=== design 1 ===
design_1/clock_map.png
Scale bar: 100 µm.
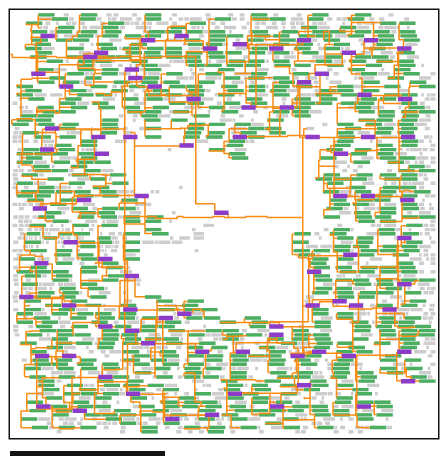

==> src/rtl/fetch_pkg.sv <==
// Shared types and constants for the fetch-to-decode queue.
// A bundle is four 16-bit slots of PC, instruction and recovery PC plus four prediction bits.
package fetch_pkg;

    localparam int unsigned SLOT_W   = 16;
    localparam int unsigned SLOTS    = 4;
    localparam int unsigned BUNDLE_W = 3 * SLOTS * SLOT_W + SLOTS;  // 196

    localparam logic [SLOT_W-1:0] NOP_INST = 16'h0000;

    typedef struct packed {
        logic [SLOTS*SLOT_W-1:0] pc;
        logic [SLOTS*SLOT_W-1:0] inst;
        logic [SLOTS*SLOT_W-1:0] recv_pc;
        logic [SLOTS-1:0]        pred;
    } bundle_t;

    // What decode sees when nothing is valid: all NOP slots, everything else zero.
    function automatic bundle_t nop_bundle();
        bundle_t b;
        b         = '0;
        b.inst    = {SLOTS{NOP_INST}};
        return b;
    endfunction

endpackage

==> src/rtl/fetch_dec_queue_mem.sv <==
// DEPTH x BUNDLE_W storage for the fetch/decode queue.
// One synchronous write port, one asynchronous read port; contents are not reset.
module fetch_dec_queue_mem
    import fetch_pkg::*;
#(
    parameter int unsigned DEPTH = 4,
    parameter int unsigned PTR_W = 2
) (
    input  logic                clk,
    input  logic                we,
    input  logic [PTR_W-1:0]    waddr,
    input  logic [BUNDLE_W-1:0] wdata,
    input  logic [PTR_W-1:0]    raddr,
    output logic [BUNDLE_W-1:0] rdata
);

    logic [BUNDLE_W-1:0] mem [DEPTH];

    always_ff @(posedge clk) begin
        if (we) begin
            mem[waddr] <= wdata;
        end
    end

    assign rdata = mem[raddr];

endmodule

==> src/rtl/fetch_dec_queue.sv <==
// Decoupling queue between the fetch packer and the 4-wide decoder, flushed on mispredict.
// Optional same-cycle bypass on an empty queue: define FETCH_DEC_QUEUE_BYPASS_EN.
module fetch_dec_queue
    import fetch_pkg::*;
#(
    parameter int unsigned DEPTH = 4,
    localparam int unsigned PTR_W = $clog2(DEPTH)
) (
    input  logic             clk,
    input  logic             rst_n,
    input  logic             fetch_vld,
    output logic             fetch_rdy,
    input  logic [63:0]      pc_in,
    input  logic [63:0]      inst_in,
    input  logic [63:0]      recv_pc_in,
    input  logic [3:0]       pred_in,
    input  logic             flush,
    input  logic             dec_rdy,
    output logic             dec_vld,
    output logic [63:0]      pc_out,
    output logic [63:0]      inst_out,
    output logic [63:0]      recv_pc_out,
    output logic [3:0]       pred_out,
    output logic [PTR_W:0]   count
);

    localparam logic [PTR_W:0] FULL_CNT = (PTR_W + 1)'(DEPTH);

    logic [PTR_W-1:0] wr_ptr, rd_ptr;
    logic [PTR_W:0]   cnt;
    logic             empty, full, push, pop, bypass;
    bundle_t          wr_bundle, head_bundle, out_bundle;

    assign wr_bundle = '{pc: pc_in, inst: inst_in, recv_pc: recv_pc_in, pred: pred_in};

    assign empty     = (cnt == '0);
    assign full      = (cnt == FULL_CNT);
    assign fetch_rdy = !full;

`ifdef FETCH_DEC_QUEUE_BYPASS_EN
    assign bypass = empty && fetch_vld && !flush;
`else
    assign bypass = 1'b0;
`endif

    assign dec_vld = !empty || bypass;
    assign pop     = !empty && dec_rdy;
    // A bypassed bundle taken by decode this cycle never enters storage.
    assign push    = fetch_vld && !full && !(bypass && dec_rdy);

    always_ff @(posedge clk or negedge rst_n) begin
        if (!rst_n) begin
            wr_ptr <= '0;
            rd_ptr <= '0;
            cnt    <= '0;
        end else if (flush) begin
            wr_ptr <= '0;
            rd_ptr <= '0;
            cnt    <= '0;
        end else begin
            if (push) begin
                wr_ptr <= wr_ptr + 1'b1;
            end
            if (pop) begin
                rd_ptr <= rd_ptr + 1'b1;
            end
            case ({push, pop})
                2'b10:   cnt <= cnt + 1'b1;
                2'b01:   cnt <= cnt - 1'b1;
                default: cnt <= cnt;
            endcase
        end
    end

    fetch_dec_queue_mem #(
        .DEPTH (DEPTH),
        .PTR_W (PTR_W)
    ) u_mem (
        .clk   (clk),
        .we    (push && !flush),
        .waddr (wr_ptr),
        .wdata (wr_bundle),
        .raddr (rd_ptr),
        .rdata (head_bundle)
    );

    always_comb begin
        out_bundle = nop_bundle();
        if (bypass) begin
            out_bundle = wr_bundle;
        end else if (!empty) begin
            out_bundle = head_bundle;
        end
    end

    assign pc_out      = out_bundle.pc;
    assign inst_out    = out_bundle.inst;
    assign recv_pc_out = out_bundle.recv_pc;
    assign pred_out    = out_bundle.pred;
    assign count       = cnt;

endmodule

==> config.mk <==
export PLATFORM = sky130hd
export DESIGN_NAME = fetch_dec_queue
export DESIGN_NICKNAME = d
export VERILOG_FILES = /design/src/rtl/fetch_pkg.sv /design/src/rtl/fetch_dec_queue_mem.sv /design/src/rtl/fetch_dec_queue.sv
export SDC_FILE = /design/constraint.sdc
export NUM_CORES = 1
export LEC_CHECK = 0
export CAP_MARGIN = 20
export CORE_UTILIZATION = 40
export CTS_BUF_LIST = sky130_fd_sc_hd__clkbuf_16
export DETAILED_ROUTE_END_ITERATION = 16
export PLACE_DENSITY = 0.62
export SLEW_MARGIN = 0
export SYNTH_ARGS = -nofsm -noshare
export SYNTH_HDL_FRONTEND = slang
export SYNTH_SLANG_ARGS = --single-unit
==> constraint.sdc <==
create_clock -name clk -period 9.6 [get_ports clk]
set_clock_uncertainty 0.2 [all_clocks]
set_input_delay 0.96 -clock clk [delete_from_list [all_inputs] [get_ports clk]]
set_output_delay 0.96 -clock clk [all_outputs]
set_load 0.1 [all_outputs]
=== design 2 ===
## src/rtl/alu_181_seq.sv

```systemverilog
// alu_181_seq: multi-cycle 181-style ALU. Applies the 181 function set to WIDTH-bit
// operands, SLICES_PER_CYCLE 4-bit slices per clock, with the inter-slice carry held
// in a register between steps. Valid/ready handshakes on both sides.
//
// state | meaning
// IDLE  | waiting for a command; in_ready high, operands latched on in_valid
// RUN   | one group of slices evaluated per cycle, carry registered between groups
// DONE  | result held on y/cout_n/aeqb with out_valid high until out_ready

module alu_181_seq #(
  parameter int WIDTH            = 16,
  parameter int SLICES_PER_CYCLE = 1
) (
  input  logic             clk,
  input  logic             rst,
  input  logic             in_valid,
  output logic             in_ready,
  input  logic [3:0]       s,
  input  logic             m,
  input  logic             cin_n,
  input  logic [WIDTH-1:0] a,
  input  logic [WIDTH-1:0] b,
  output logic             out_valid,
  input  logic             out_ready,
  output logic [WIDTH-1:0] y,
  output logic             cout_n,
  output logic             aeqb
);

  localparam int NSLICE   = WIDTH / 4;
  localparam int SPC_SAFE = (SLICES_PER_CYCLE > 0) ? SLICES_PER_CYCLE : 1;
  localparam int STEPS    = ((NSLICE / SPC_SAFE) > 0) ? (NSLICE / SPC_SAFE) : 1;
  localparam int CHUNK    = 4 * SPC_SAFE;
  localparam int KW       = (STEPS > 1) ? $clog2(STEPS) : 1;

  localparam logic [KW-1:0]    K_LAST     = KW'(STEPS - 1);
  localparam logic [WIDTH-1:0] CHUNK_MASK = ~({WIDTH{1'b1}} << CHUNK);

  // Reject illegal configurations at elaboration time.
  if (((WIDTH % 4) != 0) || (WIDTH < 4)) begin : g_bad_width
    $error("alu_181_seq: WIDTH must be a multiple of 4 and at least 4");
  end
  if ((SLICES_PER_CYCLE < 1) || ((NSLICE % SPC_SAFE) != 0)) begin : g_bad_spc
    $error("alu_181_seq: SLICES_PER_CYCLE must divide WIDTH/4");
  end

  typedef enum logic [1:0] {
    ST_IDLE = 2'd0,
    ST_RUN  = 2'd1,
    ST_DONE = 2'd2
  } state_t;

  state_t state_q, state_d;

  logic [WIDTH-1:0] a_q, b_q, acc_q;
  logic [3:0]       s_q;
  logic             m_q;
  logic             carry_q;     // active-high carry into the current group
  logic [KW-1:0]    k_q;

  logic [31:0]      shamt;
  logic [CHUNK-1:0] a_chunk, b_chunk, f_chunk;
  logic [WIDTH-1:0] chunk_ext, acc_next;
  logic             carry_next, last_step;

  // per-slice temporaries of the evaluation loop
  logic [3:0] px, gy, fs;
  logic       ci, sg, sp, c;

  assign shamt     = 32'(CHUNK) * 32'(k_q);
  assign a_chunk   = CHUNK'(a_q >> shamt);
  assign b_chunk   = CHUNK'(b_q >> shamt);
  assign last_step = (k_q == K_LAST);

  // Evaluate the current group of slices. Per bit, px is the OR-type term and gy the
  // AND-type term of the 181; gy implies px, so gy is the bit generate and px the bit
  // propagate. Logic mode is the inverted half-sum and ignores the carry; the carry
  // chain itself never looks at m.
  always_comb begin
    px         = '0;
    gy         = '0;
    fs         = '0;
    ci         = 1'b0;
    sg         = 1'b0;
    sp         = 1'b0;
    c          = carry_q;
    f_chunk    = '0;
    for (int j = 0; j < SPC_SAFE; j++) begin
      px = a_chunk[4*j +: 4] | (b_chunk[4*j +: 4] & {4{s_q[0]}})
         | (~b_chunk[4*j +: 4] & {4{s_q[1]}});
      gy = (a_chunk[4*j +: 4] & b_chunk[4*j +: 4] & {4{s_q[3]}})
         | (a_chunk[4*j +: 4] & ~b_chunk[4*j +: 4] & {4{s_q[2]}});
      ci = c;
      for (int i = 0; i < 4; i++) begin
        fs[i] = m_q ? ~(px[i] ^ gy[i]) : (px[i] ^ gy[i] ^ ci);
        ci    = gy[i] | (px[i] & ci);
      end
      f_chunk[4*j +: 4] = fs;
      // slice-level generate/propagate drives the carry into the next slice
      sg = gy[3] | (px[3] & gy[2]) | (px[3] & px[2] & gy[1])
         | (px[3] & px[2] & px[1] & gy[0]);
      sp = &px;
      c  = sg | (sp & c);
    end
    carry_next = c;
  end

  assign chunk_ext = WIDTH'(f_chunk);
  assign acc_next  = (acc_q & ~(CHUNK_MASK << shamt)) | (chunk_ext << shamt);

  // State register.
  always_ff @(posedge clk) begin
    if (rst) state_q <= ST_IDLE;
    else     state_q <= state_d;
  end

  // Next-state decode and handshake outputs.
  always_comb begin
    state_d   = state_q;
    in_ready  = 1'b0;
    out_valid = 1'b0;
    case (state_q)
      ST_IDLE: begin
        in_ready = 1'b1;
        if (in_valid) state_d = ST_RUN;
      end
      ST_RUN: begin
        if (last_step) state_d = ST_DONE;
      end
      ST_DONE: begin
        out_valid = 1'b1;
        if (out_ready) state_d = ST_IDLE;
      end
      default: state_d = ST_IDLE;
    endcase
  end

  // Operand capture, step counter, carry/accumulator update and result registers.
  always_ff @(posedge clk) begin
    if (rst) begin
      a_q     <= '0;
      b_q     <= '0;
      s_q     <= '0;
      m_q     <= 1'b0;
      k_q     <= '0;
      carry_q <= 1'b0;
      acc_q   <= '0;
      y       <= '0;
      cout_n  <= 1'b1;
      aeqb    <= 1'b0;
    end else begin
      case (state_q)
        ST_IDLE: begin
          if (in_valid) begin
            a_q     <= a;
            b_q     <= b;
            s_q     <= s;
            m_q     <= m;
            k_q     <= '0;
            carry_q <= ~cin_n;
          end
        end
        ST_RUN: begin
          acc_q   <= acc_next;
          carry_q <= carry_next;
          k_q     <= k_q + KW'(1);
          if (last_step) begin
            y      <= acc_next;
            cout_n <= ~carry_next;
            aeqb   <= &acc_next;
          end
        end
        default: ;
      endcase
    end
  end

endmodule

```

## config.mk

```make
export PLATFORM = sky130hd
export DESIGN_NAME = alu_181_seq
export DESIGN_NICKNAME = d
export VERILOG_FILES = /design/src/rtl/alu_181_seq.sv
export SDC_FILE = /design/constraint.sdc
export NUM_CORES = 1
export LEC_CHECK = 0
export ABC_AREA = 0
export CAP_MARGIN = 20
export CORE_MARGIN = 2
export CORE_UTILIZATION = 59
export CTS_BUF_LIST = sky130_fd_sc_hd__clkbuf_2
export DETAILED_ROUTE_END_ITERATION = 7
export GPL_ROUTABILITY_DRIVEN = 1
export PLACE_DENSITY = 0.92
export SETUP_SLACK_MARGIN = 0.1
export SYNTH_ARGS = -nofsm -noshare
export SYNTH_HDL_FRONTEND = slang
export SYNTH_SLANG_ARGS = --single-unit
```

## constraint.sdc

```tcl
create_clock -name clk -period 8.3 [get_ports clk]
set_input_delay 1.66 -clock clk [delete_from_list [all_inputs] [get_ports clk]]
set_output_delay 1.66 -clock clk [all_outputs]
set_load 0.1 [all_outputs]
```

=== design 3 ===
File: config.mk
export PLATFORM = sky130hd
export DESIGN_NAME = imem_boot_loader
export DESIGN_NICKNAME = d
export VERILOG_FILES = /design/src/rtl/imem_boot_loader.sv
export SDC_FILE = /design/constraint.sdc
export NUM_CORES = 1
export LEC_CHECK = 0
export ABC_AREA = 1
export CORE_UTILIZATION = 49
export CTS_CLUSTER_DIAMETER = 100
export DETAILED_ROUTE_END_ITERATION = 10
export HOLD_SLACK_MARGIN = 0.03
export PLACE_DENSITY = 0.76
export SLEW_MARGIN = 5
export SYNTH_ARGS = -nofsm -noshare
export SYNTH_HDL_FRONTEND = slang
export SYNTH_SLANG_ARGS = --single-unit
File: constraint.sdc
create_clock -name clk -period 3.9 [get_ports clk]
set_input_delay 0.78 -clock clk [delete_from_list [all_inputs] [get_ports clk]]
set_output_delay 0.78 -clock clk [all_outputs]
set_load 0.1 [all_outputs]
File: src/rtl/imem_boot_loader.sv
// Boot loader: big-endian byte stream (16-bit word count, payload, XOR checksum) -> IMEM write port.
// Writes land 1 cycle after a word's 4th byte; in_ready is state-only, low once the load is DONE/ERROR.
module imem_boot_loader #(
  parameter int ADDR_WIDTH = 8,
  parameter int MAX_WORDS  = 256
) (
  input  logic                  clk,
  input  logic                  rst,
  input  logic                  in_valid,
  output logic                  in_ready,
  input  logic [7:0]            in_byte,
  input  logic                  restart,
  output logic                  imem_we,
  output logic [ADDR_WIDTH-1:0] imem_waddr,
  output logic [31:0]           imem_wdata,
  output logic [ADDR_WIDTH:0]   words_loaded,
  output logic                  busy,
  output logic                  cpu_run,
  output logic                  error
);

  localparam logic [2:0] S_LEN_HI = 3'd0;
  localparam logic [2:0] S_LEN_LO = 3'd1;
  localparam logic [2:0] S_DATA   = 3'd2;
  localparam logic [2:0] S_CSUM   = 3'd3;
  localparam logic [2:0] S_DONE   = 3'd4;
  localparam logic [2:0] S_ERROR  = 3'd5;

  localparam logic [ADDR_WIDTH:0] WL_ONE = {{ADDR_WIDTH{1'b0}}, 1'b1};

  logic [2:0]            state_q, state_d;
  logic [7:0]            len_hi_q, len_hi_d;
  logic [15:0]           len_q, len_d;
  logic [1:0]            byte_cnt_q, byte_cnt_d;
  logic [23:0]           asm_q, asm_d;
  logic [7:0]            csum_q, csum_d;
  logic [ADDR_WIDTH:0]   wl_q, wl_d;
  logic                  we_q, we_d;
  logic [ADDR_WIDTH-1:0] waddr_q, waddr_d;
  logic [31:0]           wdata_q, wdata_d;

  logic                  accept;
  logic [15:0]           len_in;
  logic [ADDR_WIDTH:0]   wl_next;
  logic [15:0]           wl_next_ext;

  assign in_ready = (state_q == S_LEN_HI) || (state_q == S_LEN_LO) ||
                    (state_q == S_DATA)   || (state_q == S_CSUM);
  assign busy     = (state_q == S_LEN_LO) || (state_q == S_DATA) || (state_q == S_CSUM);
  assign cpu_run  = (state_q == S_DONE);
  assign error    = (state_q == S_ERROR);

  assign imem_we      = we_q;
  assign imem_waddr   = waddr_q;
  assign imem_wdata   = wdata_q;
  assign words_loaded = wl_q;

  assign accept      = in_valid && in_ready;
  assign len_in      = {len_hi_q, in_byte};
  assign wl_next     = wl_q + WL_ONE;
  assign wl_next_ext = 16'(wl_next);

  always_comb begin
    state_d    = state_q;
    len_hi_d   = len_hi_q;
    len_d      = len_q;
    byte_cnt_d = byte_cnt_q;
    asm_d      = asm_q;
    csum_d     = csum_q;
    wl_d       = wl_q;
    we_d       = 1'b0;
    waddr_d    = waddr_q;
    wdata_d    = wdata_q;

    case (state_q)
      S_LEN_HI: begin
        if (accept) begin
          len_hi_d = in_byte;
          state_d  = S_LEN_LO;
        end
      end
      S_LEN_LO: begin
        if (accept) begin
          len_d = len_in;
          if (len_in > 16'(MAX_WORDS)) begin
            state_d = S_ERROR;
          end else if (len_in == 16'd0) begin
            state_d = S_CSUM;
          end else begin
            state_d = S_DATA;
          end
        end
      end
      S_DATA: begin
        if (accept) begin
          asm_d      = {asm_q[15:0], in_byte};
          csum_d     = csum_q ^ in_byte;
          byte_cnt_d = byte_cnt_q + 2'd1;
          // Fourth byte completes the word: register the write for the next cycle.
          if (byte_cnt_q == 2'd3) begin
            we_d    = 1'b1;
            waddr_d = wl_q[ADDR_WIDTH-1:0];
            wdata_d = {asm_q, in_byte};
            wl_d    = wl_next;
            if (wl_next_ext == len_q) begin
              state_d = S_CSUM;
            end
          end
        end
      end
      S_CSUM: begin
        if (accept) begin
          state_d = (in_byte == csum_q) ? S_DONE : S_ERROR;
        end
      end
      S_DONE, S_ERROR: begin
        if (restart) begin
          state_d    = S_LEN_HI;
          wl_d       = '0;
          csum_d     = '0;
          byte_cnt_d = '0;
        end
      end
      default: begin
        state_d = S_ERROR;
      end
    endcase
  end

  always_ff @(posedge clk or posedge rst) begin
    if (rst) begin
      state_q    <= S_LEN_HI;
      len_hi_q   <= '0;
      len_q      <= '0;
      byte_cnt_q <= '0;
      asm_q      <= '0;
      csum_q     <= '0;
      wl_q       <= '0;
      we_q       <= 1'b0;
      waddr_q    <= '0;
      wdata_q    <= '0;
    end else begin
      state_q    <= state_d;
      len_hi_q   <= len_hi_d;
      len_q      <= len_d;
      byte_cnt_q <= byte_cnt_d;
      asm_q      <= asm_d;
      csum_q     <= csum_d;
      wl_q       <= wl_d;
      we_q       <= we_d;
      waddr_q    <= waddr_d;
      wdata_q    <= wdata_d;
    end
  end

endmodule

=== design 4 ===
File: config.mk
export PLATFORM = sky130hd
export DESIGN_NAME = dff_mux_tester_flat
export DESIGN_NICKNAME = d
export VERILOG_FILES = /design/src/rtl/dff_mux_tester_if.sv /design/src/rtl/dff_mux_tester.sv /design/src/flat_wrapper.sv
export SDC_FILE = /design/constraint.sdc
export NUM_CORES = 1
export LEC_CHECK = 0
export ABC_AREA = 0
export CAP_MARGIN = 10
export CORE_ASPECT_RATIO = 1.5
export CORE_MARGIN = 2
export CORE_UTILIZATION = 41
export CTS_BUF_LIST = sky130_fd_sc_hd__clkbuf_8
export DETAILED_ROUTE_END_ITERATION = 8
export MAX_ROUTING_LAYER = met4
export PLACE_DENSITY = 0.59
export SETUP_SLACK_MARGIN = 0.1
export SLEW_MARGIN = 10
export SYNTH_ARGS = -nofsm -noshare
export SYNTH_HDL_FRONTEND = slang
export SYNTH_SLANG_ARGS = --single-unit
File: constraint.sdc
create_clock -name clk -period 2.5 [get_ports clk]
set_input_delay 0.5 -clock clk [delete_from_list [all_inputs] [get_ports clk]]
set_output_delay 0.5 -clock clk [all_outputs]
set_load 0.05 [all_outputs]
File: src/rtl/dff_mux_tester_if.sv
// Bundle between the mux-select flop self-test driver, the flop under test and the run controller.
// The master side is the tester; the slave side is whoever starts runs and models or hosts the flop.
interface dff_mux_tester_if #(
   parameter int ERR_W = 8
);
   logic             start;
   logic             dut_rst;
   logic             dut_sel;
   logic             dut_d;
   logic             dut_q;
   logic             busy;
   logic             done;
   logic             pass;
   logic [ERR_W-1:0] err_cnt;
   logic [7:0]       vec_cnt;
   logic [1:0]       fail_phase;

   modport master (
      input  start, dut_q,
      output dut_rst, dut_sel, dut_d, busy, done, pass, err_cnt, vec_cnt, fail_phase
   );

   modport slave (
      output start, dut_q,
      input  dut_rst, dut_sel, dut_d, busy, done, pass, err_cnt, vec_cnt, fail_phase
   );
endinterface

File: src/rtl/dff_mux_tester.sv
// Self-checking driver for the mux-select D flop: synchronous-reset check, then load-D0 and
// load-D1 sweeps fed from an LFSR, with saturating error count and first-failure phase.
module dff_mux_tester #(
   parameter int         SETTLE    = 2,
   parameter int         NUM_VEC   = 8,
   parameter logic [7:0] LFSR_SEED = 8'hA5,
   parameter int         ERR_W     = 8
) (
   input logic               clk,
   input logic               rst,
   dff_mux_tester_if.master  bus
);

   localparam logic [2:0] ST_IDLE      = 3'd0;
   localparam logic [2:0] ST_RESET_CHK = 3'd1;
   localparam logic [2:0] ST_LOAD_D0   = 3'd2;
   localparam logic [2:0] ST_LOAD_D1   = 3'd3;
   localparam logic [2:0] ST_DONE      = 3'd4;

   localparam int              TMR_W    = $clog2(SETTLE);
   localparam logic [TMR_W-1:0] TMR_LAST = TMR_W'(SETTLE - 1);
   localparam logic [7:0]       PH_LAST  = 8'(NUM_VEC - 1);

   // Fibonacci x^8+x^6+x^5+x^4+1, new bit enters at bit 0
   function automatic logic [7:0] lfsr_next(input logic [7:0] v);
      return {v[6:0], v[7] ^ v[5] ^ v[4] ^ v[3]};
   endfunction

   logic [2:0]       state_r;
   logic [7:0]       lfsr_r;
   logic [TMR_W-1:0] tmr_r;
   logic [7:0]       ph_cnt_r;
   logic             exp_r;
   logic             dut_rst_r;
   logic             dut_sel_r;
   logic             dut_d_r;
   logic             busy_r;
   logic             done_r;
   logic             pass_r;
   logic [ERR_W-1:0] err_cnt_r;
   logic [7:0]       vec_cnt_r;
   logic [1:0]       fail_phase_r;

   logic             start_ok_s;
   logic             cmp_s;
   logic             mism_s;
   logic [7:0]       lfsr_n_s;
   logic [7:0]       vec_lfsr_s;
   logic [ERR_W-1:0] err_n_s;
   logic [1:0]       phase_code_s;
   logic [2:0]       nxt_state_s;
   logic             nxt_rst_s;
   logic             nxt_sel_s;
   logic             nxt_d_s;
   logic             nxt_exp_s;

   // Next-state, compare result and the vector to apply at the next accepted edge
   always_comb begin
      start_ok_s   = bus.start && ((state_r == ST_IDLE) || (state_r == ST_DONE));
      cmp_s        = busy_r && (tmr_r == TMR_LAST);
      mism_s       = (bus.dut_q !== exp_r);
      lfsr_n_s     = lfsr_next(lfsr_r);
      vec_lfsr_s   = start_ok_s ? LFSR_SEED : lfsr_n_s;
      nxt_state_s  = state_r;
      phase_code_s = 2'd0;
      nxt_rst_s    = 1'b1;
      nxt_sel_s    = 1'b0;
      nxt_d_s      = 1'b0;
      nxt_exp_s    = 1'b0;

      if (mism_s && (err_cnt_r != {ERR_W{1'b1}})) begin
         err_n_s = err_cnt_r + ERR_W'(1);
      end else begin
         err_n_s = err_cnt_r;
      end

      case (state_r)
         ST_IDLE, ST_DONE: begin
            if (start_ok_s) begin
               nxt_state_s = ST_RESET_CHK;
            end else begin
               nxt_state_s = state_r;
            end
         end
         ST_RESET_CHK: begin
            phase_code_s = 2'd1;
            if (cmp_s) begin
               nxt_state_s = ST_LOAD_D0;
            end else begin
               nxt_state_s = state_r;
            end
         end
         ST_LOAD_D0: begin
            phase_code_s = 2'd2;
            if (cmp_s && (ph_cnt_r == PH_LAST)) begin
               nxt_state_s = ST_LOAD_D1;
            end else begin
               nxt_state_s = state_r;
            end
         end
         ST_LOAD_D1: begin
            phase_code_s = 2'd3;
            if (cmp_s && (ph_cnt_r == PH_LAST)) begin
               nxt_state_s = ST_DONE;
            end else begin
               nxt_state_s = state_r;
            end
         end
         default: begin
            nxt_state_s = ST_IDLE;
         end
      endcase

      // Parked (IDLE/DONE) keeps the flop in reset
      case (nxt_state_s)
         ST_RESET_CHK: begin
            nxt_rst_s = 1'b1;
            nxt_sel_s = vec_lfsr_s[1];
            nxt_d_s   = vec_lfsr_s[0];
            nxt_exp_s = 1'b0;
         end
         ST_LOAD_D0: begin
            nxt_rst_s = 1'b0;
            nxt_sel_s = 1'b0;
            nxt_d_s   = vec_lfsr_s[0];
            nxt_exp_s = vec_lfsr_s[0];
         end
         ST_LOAD_D1: begin
            nxt_rst_s = 1'b0;
            nxt_sel_s = 1'b1;
            nxt_d_s   = ~vec_lfsr_s[0];
            nxt_exp_s = vec_lfsr_s[0];
         end
         default: begin
            nxt_rst_s = 1'b1;
            nxt_sel_s = 1'b0;
            nxt_d_s   = 1'b0;
            nxt_exp_s = 1'b0;
         end
      endcase
   end

   // Run sequencing, vector application and result accumulation
   always_ff @(posedge clk or posedge rst) begin
      if (rst) begin
         state_r      <= ST_IDLE;
         lfsr_r       <= LFSR_SEED;
         tmr_r        <= '0;
         ph_cnt_r     <= 8'd0;
         exp_r        <= 1'b0;
         dut_rst_r    <= 1'b1;
         dut_sel_r    <= 1'b0;
         dut_d_r      <= 1'b0;
         busy_r       <= 1'b0;
         done_r       <= 1'b0;
         pass_r       <= 1'b0;
         err_cnt_r    <= '0;
         vec_cnt_r    <= 8'd0;
         fail_phase_r <= 2'd0;
      end else if (start_ok_s) begin
         state_r      <= nxt_state_s;
         lfsr_r       <= LFSR_SEED;
         tmr_r        <= '0;
         ph_cnt_r     <= 8'd0;
         exp_r        <= nxt_exp_s;
         dut_rst_r    <= nxt_rst_s;
         dut_sel_r    <= nxt_sel_s;
         dut_d_r      <= nxt_d_s;
         busy_r       <= 1'b1;
         done_r       <= 1'b0;
         pass_r       <= 1'b0;
         err_cnt_r    <= '0;
         vec_cnt_r    <= 8'd0;
         fail_phase_r <= 2'd0;
      end else if (cmp_s) begin
         state_r   <= nxt_state_s;
         lfsr_r    <= lfsr_n_s;
         tmr_r     <= '0;
         ph_cnt_r  <= (nxt_state_s != state_r) ? 8'd0 : ph_cnt_r + 8'd1;
         exp_r     <= nxt_exp_s;
         dut_rst_r <= nxt_rst_s;
         dut_sel_r <= nxt_sel_s;
         dut_d_r   <= nxt_d_s;
         err_cnt_r <= err_n_s;
         vec_cnt_r <= vec_cnt_r + 8'd1;
         if (mism_s && (fail_phase_r == 2'd0)) begin
            fail_phase_r <= phase_code_s;
         end
         if (nxt_state_s == ST_DONE) begin
            busy_r <= 1'b0;
            done_r <= 1'b1;
            pass_r <= (err_n_s == '0);
         end
      end else if (busy_r) begin
         tmr_r <= tmr_r + TMR_W'(1);
      end
   end

   assign bus.dut_rst    = dut_rst_r;
   assign bus.dut_sel    = dut_sel_r;
   assign bus.dut_d      = dut_d_r;
   assign bus.busy       = busy_r;
   assign bus.done       = done_r;
   assign bus.pass       = pass_r;
   assign bus.err_cnt    = err_cnt_r;
   assign bus.vec_cnt    = vec_cnt_r;
   assign bus.fail_phase = fail_phase_r;

endmodule
File: src/flat_wrapper.sv
// flat-port wrapper written by rule: the top's interface ports become plain ports
module dff_mux_tester_flat 
#(
   parameter int         SETTLE    = 2,
   parameter int         NUM_VEC   = 8,
   parameter logic [7:0] LFSR_SEED = 8'hA5,
   parameter int         ERR_W     = 8
)
  (clk, rst, bus_start, bus_dut_q, bus_dut_rst, bus_dut_sel, bus_dut_d, bus_busy, bus_done, bus_pass, bus_err_cnt, bus_vec_cnt, bus_fail_phase);
  dff_mux_tester_if #(.ERR_W(ERR_W)) bus_i ();
  input logic clk;
  input logic rst;
  input wire logic [$bits(bus_i.start)-1:0] bus_start;
  input wire logic [$bits(bus_i.dut_q)-1:0] bus_dut_q;
  output wire logic [$bits(bus_i.dut_rst)-1:0] bus_dut_rst;
  output wire logic [$bits(bus_i.dut_sel)-1:0] bus_dut_sel;
  output wire logic [$bits(bus_i.dut_d)-1:0] bus_dut_d;
  output wire logic [$bits(bus_i.busy)-1:0] bus_busy;
  output wire logic [$bits(bus_i.done)-1:0] bus_done;
  output wire logic [$bits(bus_i.pass)-1:0] bus_pass;
  output wire logic [$bits(bus_i.err_cnt)-1:0] bus_err_cnt;
  output wire logic [$bits(bus_i.vec_cnt)-1:0] bus_vec_cnt;
  output wire logic [$bits(bus_i.fail_phase)-1:0] bus_fail_phase;
  assign bus_i.start = bus_start;
  assign bus_i.dut_q = bus_dut_q;
  assign bus_dut_rst = bus_i.dut_rst;
  assign bus_dut_sel = bus_i.dut_sel;
  assign bus_dut_d = bus_i.dut_d;
  assign bus_busy = bus_i.busy;
  assign bus_done = bus_i.done;
  assign bus_pass = bus_i.pass;
  assign bus_err_cnt = bus_i.err_cnt;
  assign bus_vec_cnt = bus_i.vec_cnt;
  assign bus_fail_phase = bus_i.fail_phase;
  dff_mux_tester #(.SETTLE(SETTLE), .NUM_VEC(NUM_VEC), .LFSR_SEED(LFSR_SEED), .ERR_W(ERR_W)) u_core (.clk(clk), .rst(rst), .bus(bus_i));
endmodule
design_1/registers.png
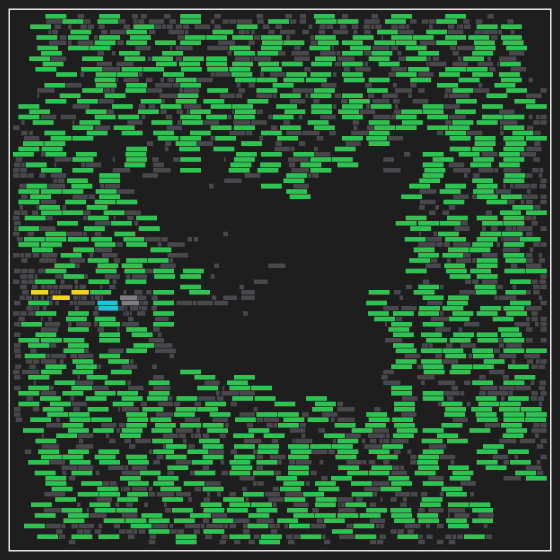
color	netlist name	sequential cells
yellow	count	3
cyan	rd_ptr	2
green	u_mem.mem	784
not colored	2
Layout Utilization: 50.8%
sequential share of cell area: 62.7%
sequential cell area: 23700 µm²

About design_1/clock_map.png:
[purple] cells driving clock nets | count: 83
[green] flip-flops | count: 791
[orange] clock wires | length: 8780 µm
flops lie	all over the die
clk ins delay skew pair: 0.60 ns

==> run notes, design 1 <==
run metrics: status finished clean, tool warnings 35, hold path depth 2, met3 Use GR under 10%, H-tree depth 3, Reg with most FFs u_mem.mem, final hold viol count 0, Ys Warns 0, Slowest-stage cell, CP dfrtp_4, Total Routing Usage GR 16.7%, share of layout cells above drive strength 1 around 19%, fill cell count 5883, fin crit share a little under three fifths, CTS tree done, clk root buf clkbuf_16, total gr overflow 0, Core Area approximately 74000 µm², post-DP HPWL 35.6 mm, I/O Pins 402, Post CTS Setup Buffer Count 0, CTS resizes 0, hold crit path type register to register, vias in the first global route 15259, max_slew headroom 21.9%, Worst Tran Pin Value 1.17 ns
[design 1: area by class of cell]
| class | instances | area share [%] |
|---|---|---|
| antenna | 3 | 0.0198 |
| clock buffer | 85 | 5.62 |
| clock inverter | 64 | 1.43 |
| inverter | 3 | 0.0298 |
| multi-input combinational | 444 | 15.9 |
| sequential | 791 | 62.7 |
| tap | 969 | 3.21 |
| timing repair buffer | 416 | 11.1 |
[design 1: cells by family after synthesis]
logic type	Yosys count	share of synthesized area (%)
flip-flops	791	78.7
multiplexers	196	14.6
adder cells (fa/ha/maj)	5	0.232
buffers and inverters	72	1.42
AND/OR/NAND/NOR	227	4.64
AND-OR/OR-AND	11	0.224
XOR/XNOR	5	0.145
[design 1: metrics by stage]
stage / cell area (µm²) / cells
2_1_floorplan: 30100 / 1307
3_3_place_gp: 35200 / 2623
3_5_place_dp: 35200 / 2623
4_1_cts: 37800 / 2772
5_1_grt: 37800 / 2773
6_report: 37800 / 2775
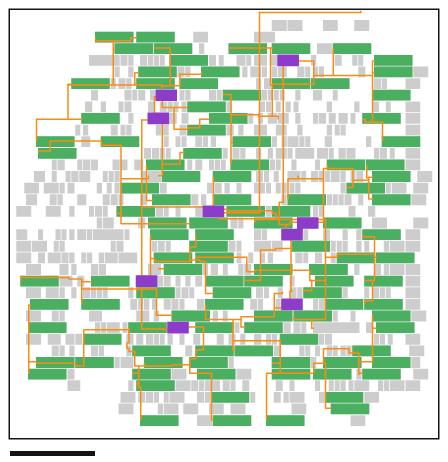
design_3/clock_map.png
Scale bar: 20 µm.
[green] flip-flops | count: 111
[purple] cells driving clock nets | count: 9
[orange] clock wires | length: 1200 µm
flops lie	all over the die

==> run notes, design 3 <==
run metrics: status finished clean, Synth area leader dfrtp_1, fin nets 616, Worst Tran Pin Value 1.08 ns, Tmin final 2.84 ns, Worst setup SP type register, Complex Gates by Area 11.5%, pre-CTS worst setup slack approximately 0.80 ns, Post-Syn Area 4720 µm², CTS tree done, clk buf depth 2, Final WS setup between 1 and 1.5 ns, DRT antenna net count 0, Total Routing Usage GR between 20 and 25%, # rows 35, Reg-to-Reg Start state_q[2], CP required 3.12 ns, I/O Pins 66, hold endpoint imem_wdata[28], final setup fails 0, cells in synth_stat.txt 543, global-route wire length before repair 16.9 mm
design 3: layout make-up:
class	instances	area, µm²
multi-input combinational	348	1600
clock inverter	6	68.8
fill	840	3630
tap	129	161
clock buffer	10	128
inverter	65	246
sequential	111	2780
timing repair buffer	67	671
design 3: state kept, by name, indices dropped and copies added, names as in the netlist:
signal,count
asm_q,24
byte_cnt_q,2
csum_q,8
imem_waddr,8
imem_wdata,32
imem_we,1
len_hi_q,8
len_q,16
state_q,3
words_loaded,9
design 3: worst max-delay path by stage:
stage                     depth (start not counted)         endpoint        from
final                                             2         in_ready  state_q[2]
after global routing                              8  words_loaded[0]    in_valid
after CTS                                         2         in_ready  state_q[2]
after detailed placement                          8  words_loaded[0]    in_valid
after global placement                            8  words_loaded[0]    in_valid
after floorplan                                   1         asm_q[0]         rst
design 3: routing by layer:
| layer | global-route usage [%] | wire, µm | vias to the layer above |
|---|---|---|---|
| met5 | 0 | 0 | - |
| met4 | 8.70 | 213 | 0 |
| met3 | 2.65 | 527 | 14 |
| met2 | 32.8 | 4560 | 117 |
| met1 | 32.6 | 4720 | 1733 |
| li1 | - | - | 1841 |
design_2/registers.png
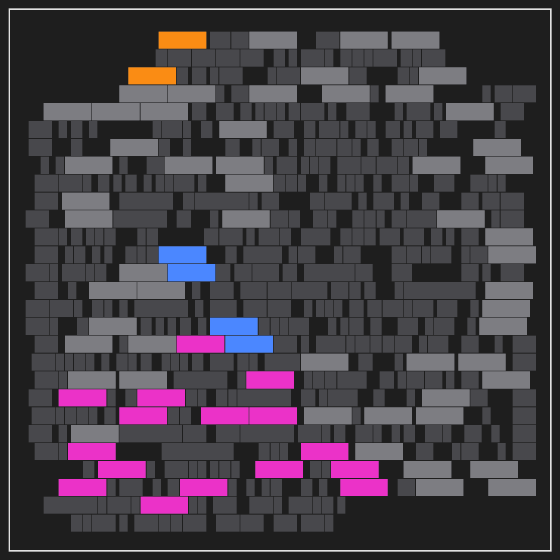
color	netlist name	sequential cells
blue	s_q	4
magenta	b_q	16
orange	state_q	2
not colored	54
sequential cell area: 1520 µm²
Layout Utilization: 73.5%

==> run notes, design 2 <==
run metrics: layout overhead on the synthesized area 21.0%, area reported by Yosys stat 3600 µm², largest net degree at the start of global routing 78, hold_buf cts 0, DRT antenna net count 0, RSZ-0062 raised after global routing no, vias in the first global route 3052, Complex Gates by Area 19.8%, MaxCap Viol Count 0, total nets after synthesis 484, status finished clean, global placement routability congestion 0.938, floorplan utilization about three fifths, Ys Warns 0, Worst Tran Pin Value 0.971 ns, Worst setup SP type register, Num Clock Sinks between 70 and 80, Die Footprint approximately 6700 µm², Total Routing Usage GR between 20 and 30%, final WL 8.56 mm, f_max ~0.25 GHz, Synth area leader dfxtp_1, prevailing post-synth register cell dfxtp_1, Tmin final just under 4 ns, Area leader share 42.3%, hold path depth 2, max_slew headroom a little over a third, syn avg cell area between 8 and 9 µm², Setup TNS 0 ns, ant diodes 0, cts bufs inserted 9, Min Hold Slack 0.465 ns, maximum fanout along the worst path 3
-- design 2: cell type report --
cell class | instances | area, µm² | area share [%]
Multi-Input combinational cell | 326 | 1940 | 44.6
Inverter | 6 | 22.5 | 0.517
Timing Repair Buffer | 65 | 636 | 14.6
Clock inverter | 6 | 87.6 | 2.01
Tap cell | 75 | 93.8 | 2.16
Sequential cell | 76 | 1520 | 34.9
Clock buffer | 10 | 50.0 | 1.15
-- design 2: flip-flops by register name, summed over array words and instances, names as in the netlist --
signal   count
carry_q      1
state_q      2
b_q         16
a_q         16
s_q          4
k_q          2
y           16
m_q          1
acc_q       16
cout_n       1
aeqb         1
-- design 2: per-layer routing --
metal / vias to the layer above / wire [µm] / track usage [%]
li1: 1628 / - / -
met1: 1486 / 3540 / 32.8
met2: 125 / 4300 / 47.7
met3: 23 / 450 / 5.33
met4: 0 / 267 / 13.5
met5: - / 0 / 0
-- design 2: critical path, cell delays in order (launching register included) --
cell,delay (ns)
dfxtp_1,0.40
nor2b_1,0.19
clkdlybuf4s50_1,1.16
design_4/gate_families.png
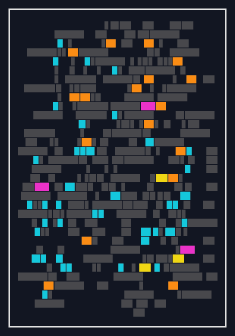
color	family	cells
magenta	adder and majority cells	3
orange	XOR/XNOR gates	17
cyan	inverting AOI/OAI gates	40
yellow	multiplexers	3

design_4/cell_classes.png
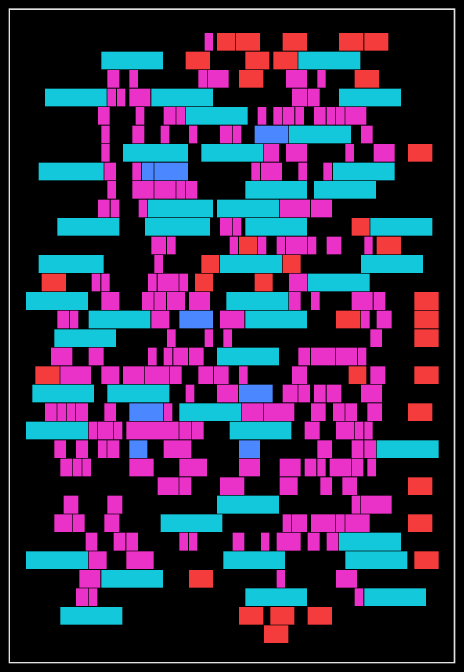
color	class	cells
magenta	all other logic	194
blue	clock drivers and dummy loads	8
cyan	flops	45
red	other buffers and delay cells	35

==> run notes, design 4 <==
run metrics: Worst Tran Pin Value between 0.5 and 0.6 ns, final hold viol count 0, Via Count 1908, most numerous cell in the Yosys netlist nand2_1, Multiplexer share 1.30%, non-filler cells, final 352, Buf/Inv on CP 1, status finished clean, Ys Warns 0, HP Start u_core.bus.dut_sel, final WL slightly above 5 mm, CTS tree done, Total Routing Usage GR approximately 18%, clk buf depth 2, #FFs+latches synth 45, Post-synth top cells nand2_1 (45), dfrtp_1 (40), nor2_1 (19), RSZ-0062 raised after global routing no, total nets after synthesis ~260, GRT Max-Usage Layer met2, cells in synth_stat.txt 248, crit path cell chain clkdlybuf4s50_1, metal2 WL 2.64 mm
design 4: cell type report:
cell class / count / area (µm²)
Clock buffer: 5 / 68.8
Clock inverter: 3 / 21.3
Fill cell: 544 / 2670
Inverter: 7 / 26.3
Multi-Input combinational cell: 187 / 1110
Sequential cell: 45 / 1130
Tap cell: 70 / 87.6
Timing Repair Buffer: 35 / 330
design 4: final timing paths:
path	to	slack [ns]	depth (start not counted)
max	bus_err_cnt[5]	0.29	1
max reg2reg	u_core.ph_cnt_r[4]	0.43	6
min	u_core.bus.dut_sel	0.48	2
max in group asynchronous	u_core.state_r[2]	1.44	3
min reg2reg	u_core.bus.dut_sel	0.48	2
min in group asynchronous	u_core.lfsr_r[4]	0.66	3
design 4: state kept, by name, indices dropped and copies added (netlist names):
signal	cells
u_core.tmr_r	1
u_core.bus.fail_phase	2
u_core.bus.dut_d	1
u_core.lfsr_r	8
u_core.bus.dut_sel	1
u_core.bus.dut_rst	1
u_core.bus.done	1
u_core.ph_cnt_r	8
u_core.state_r	3
u_core.bus.pass	1
u_core.exp_r	1
u_core.bus.vec_cnt	8
u_core.bus.busy	1
u_core.bus.err_cnt	8


## Gallery

Clock routing.
panel A
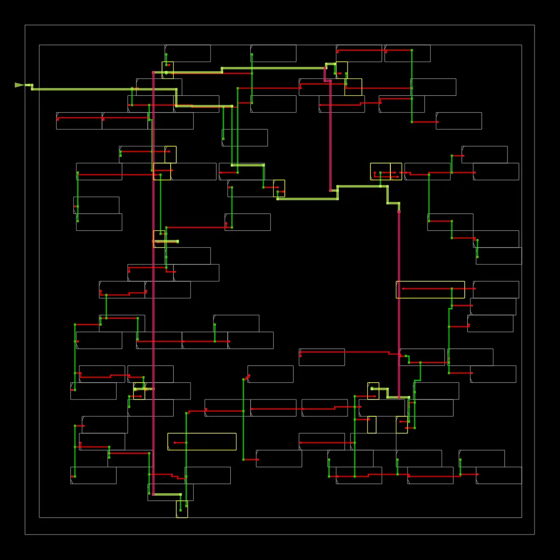
panel B
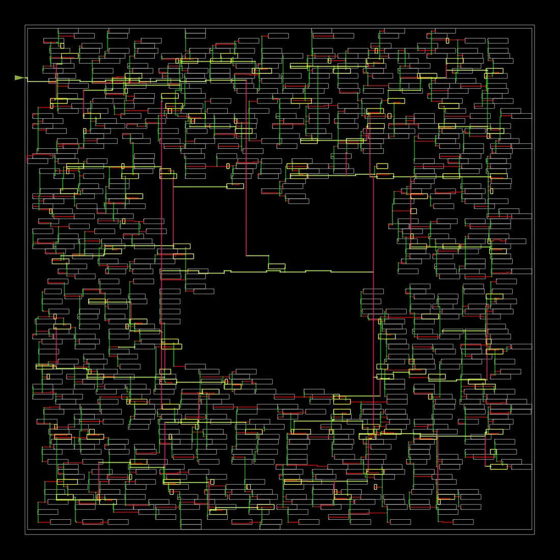
panel C
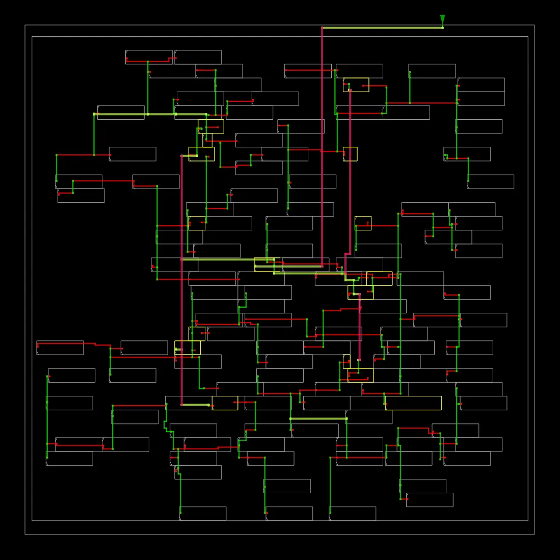
panel D
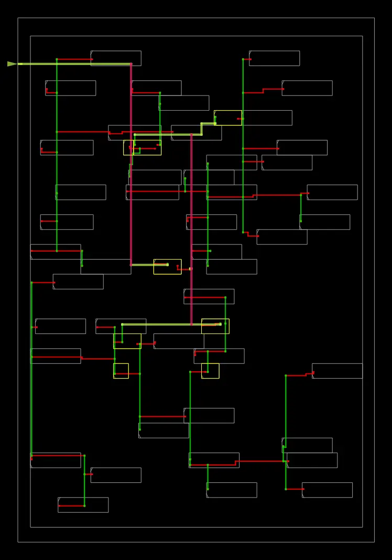
- most sequential cells: panel B
- panel D = design 4
- panel C = design 3
- panel A = design 2
- panel B = design 1


## Gallery

Placed cells, one color a class.
image #1
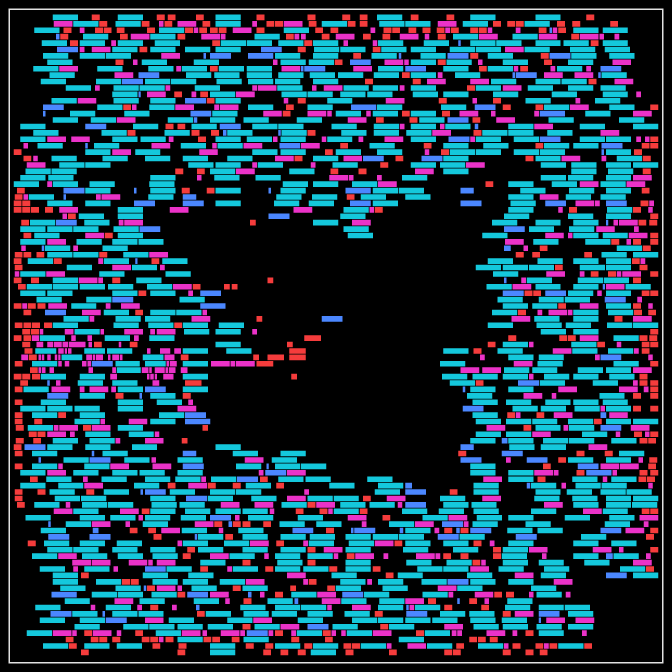
image #2
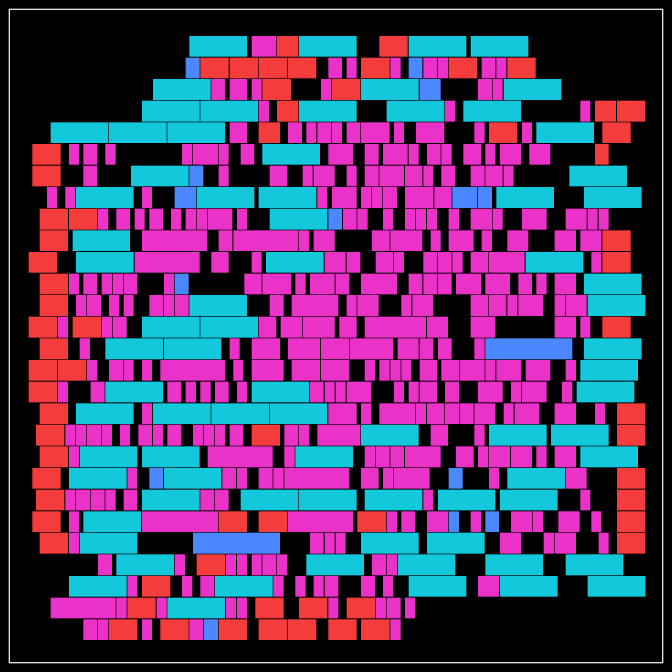
image #3
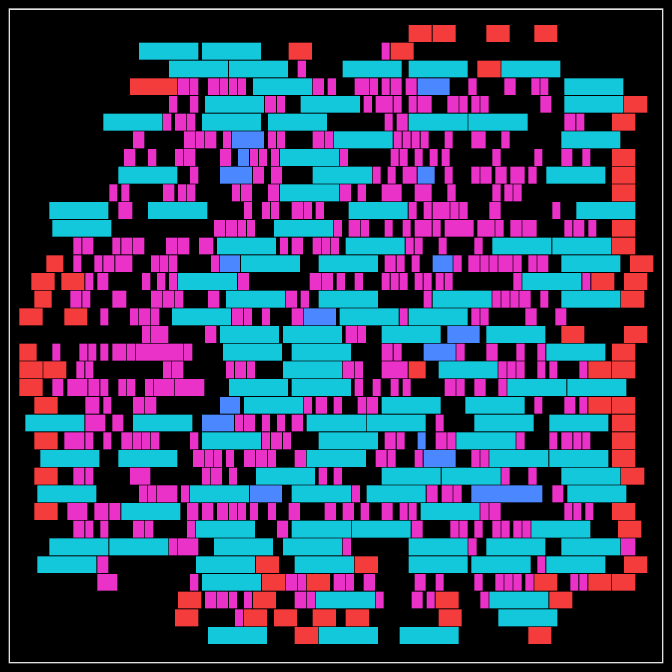
- most cells: image #1
- fewest cells: image #2
Image #1 comes from design 1.
Image #2 comes from design 2.
Image #3 comes from design 3.

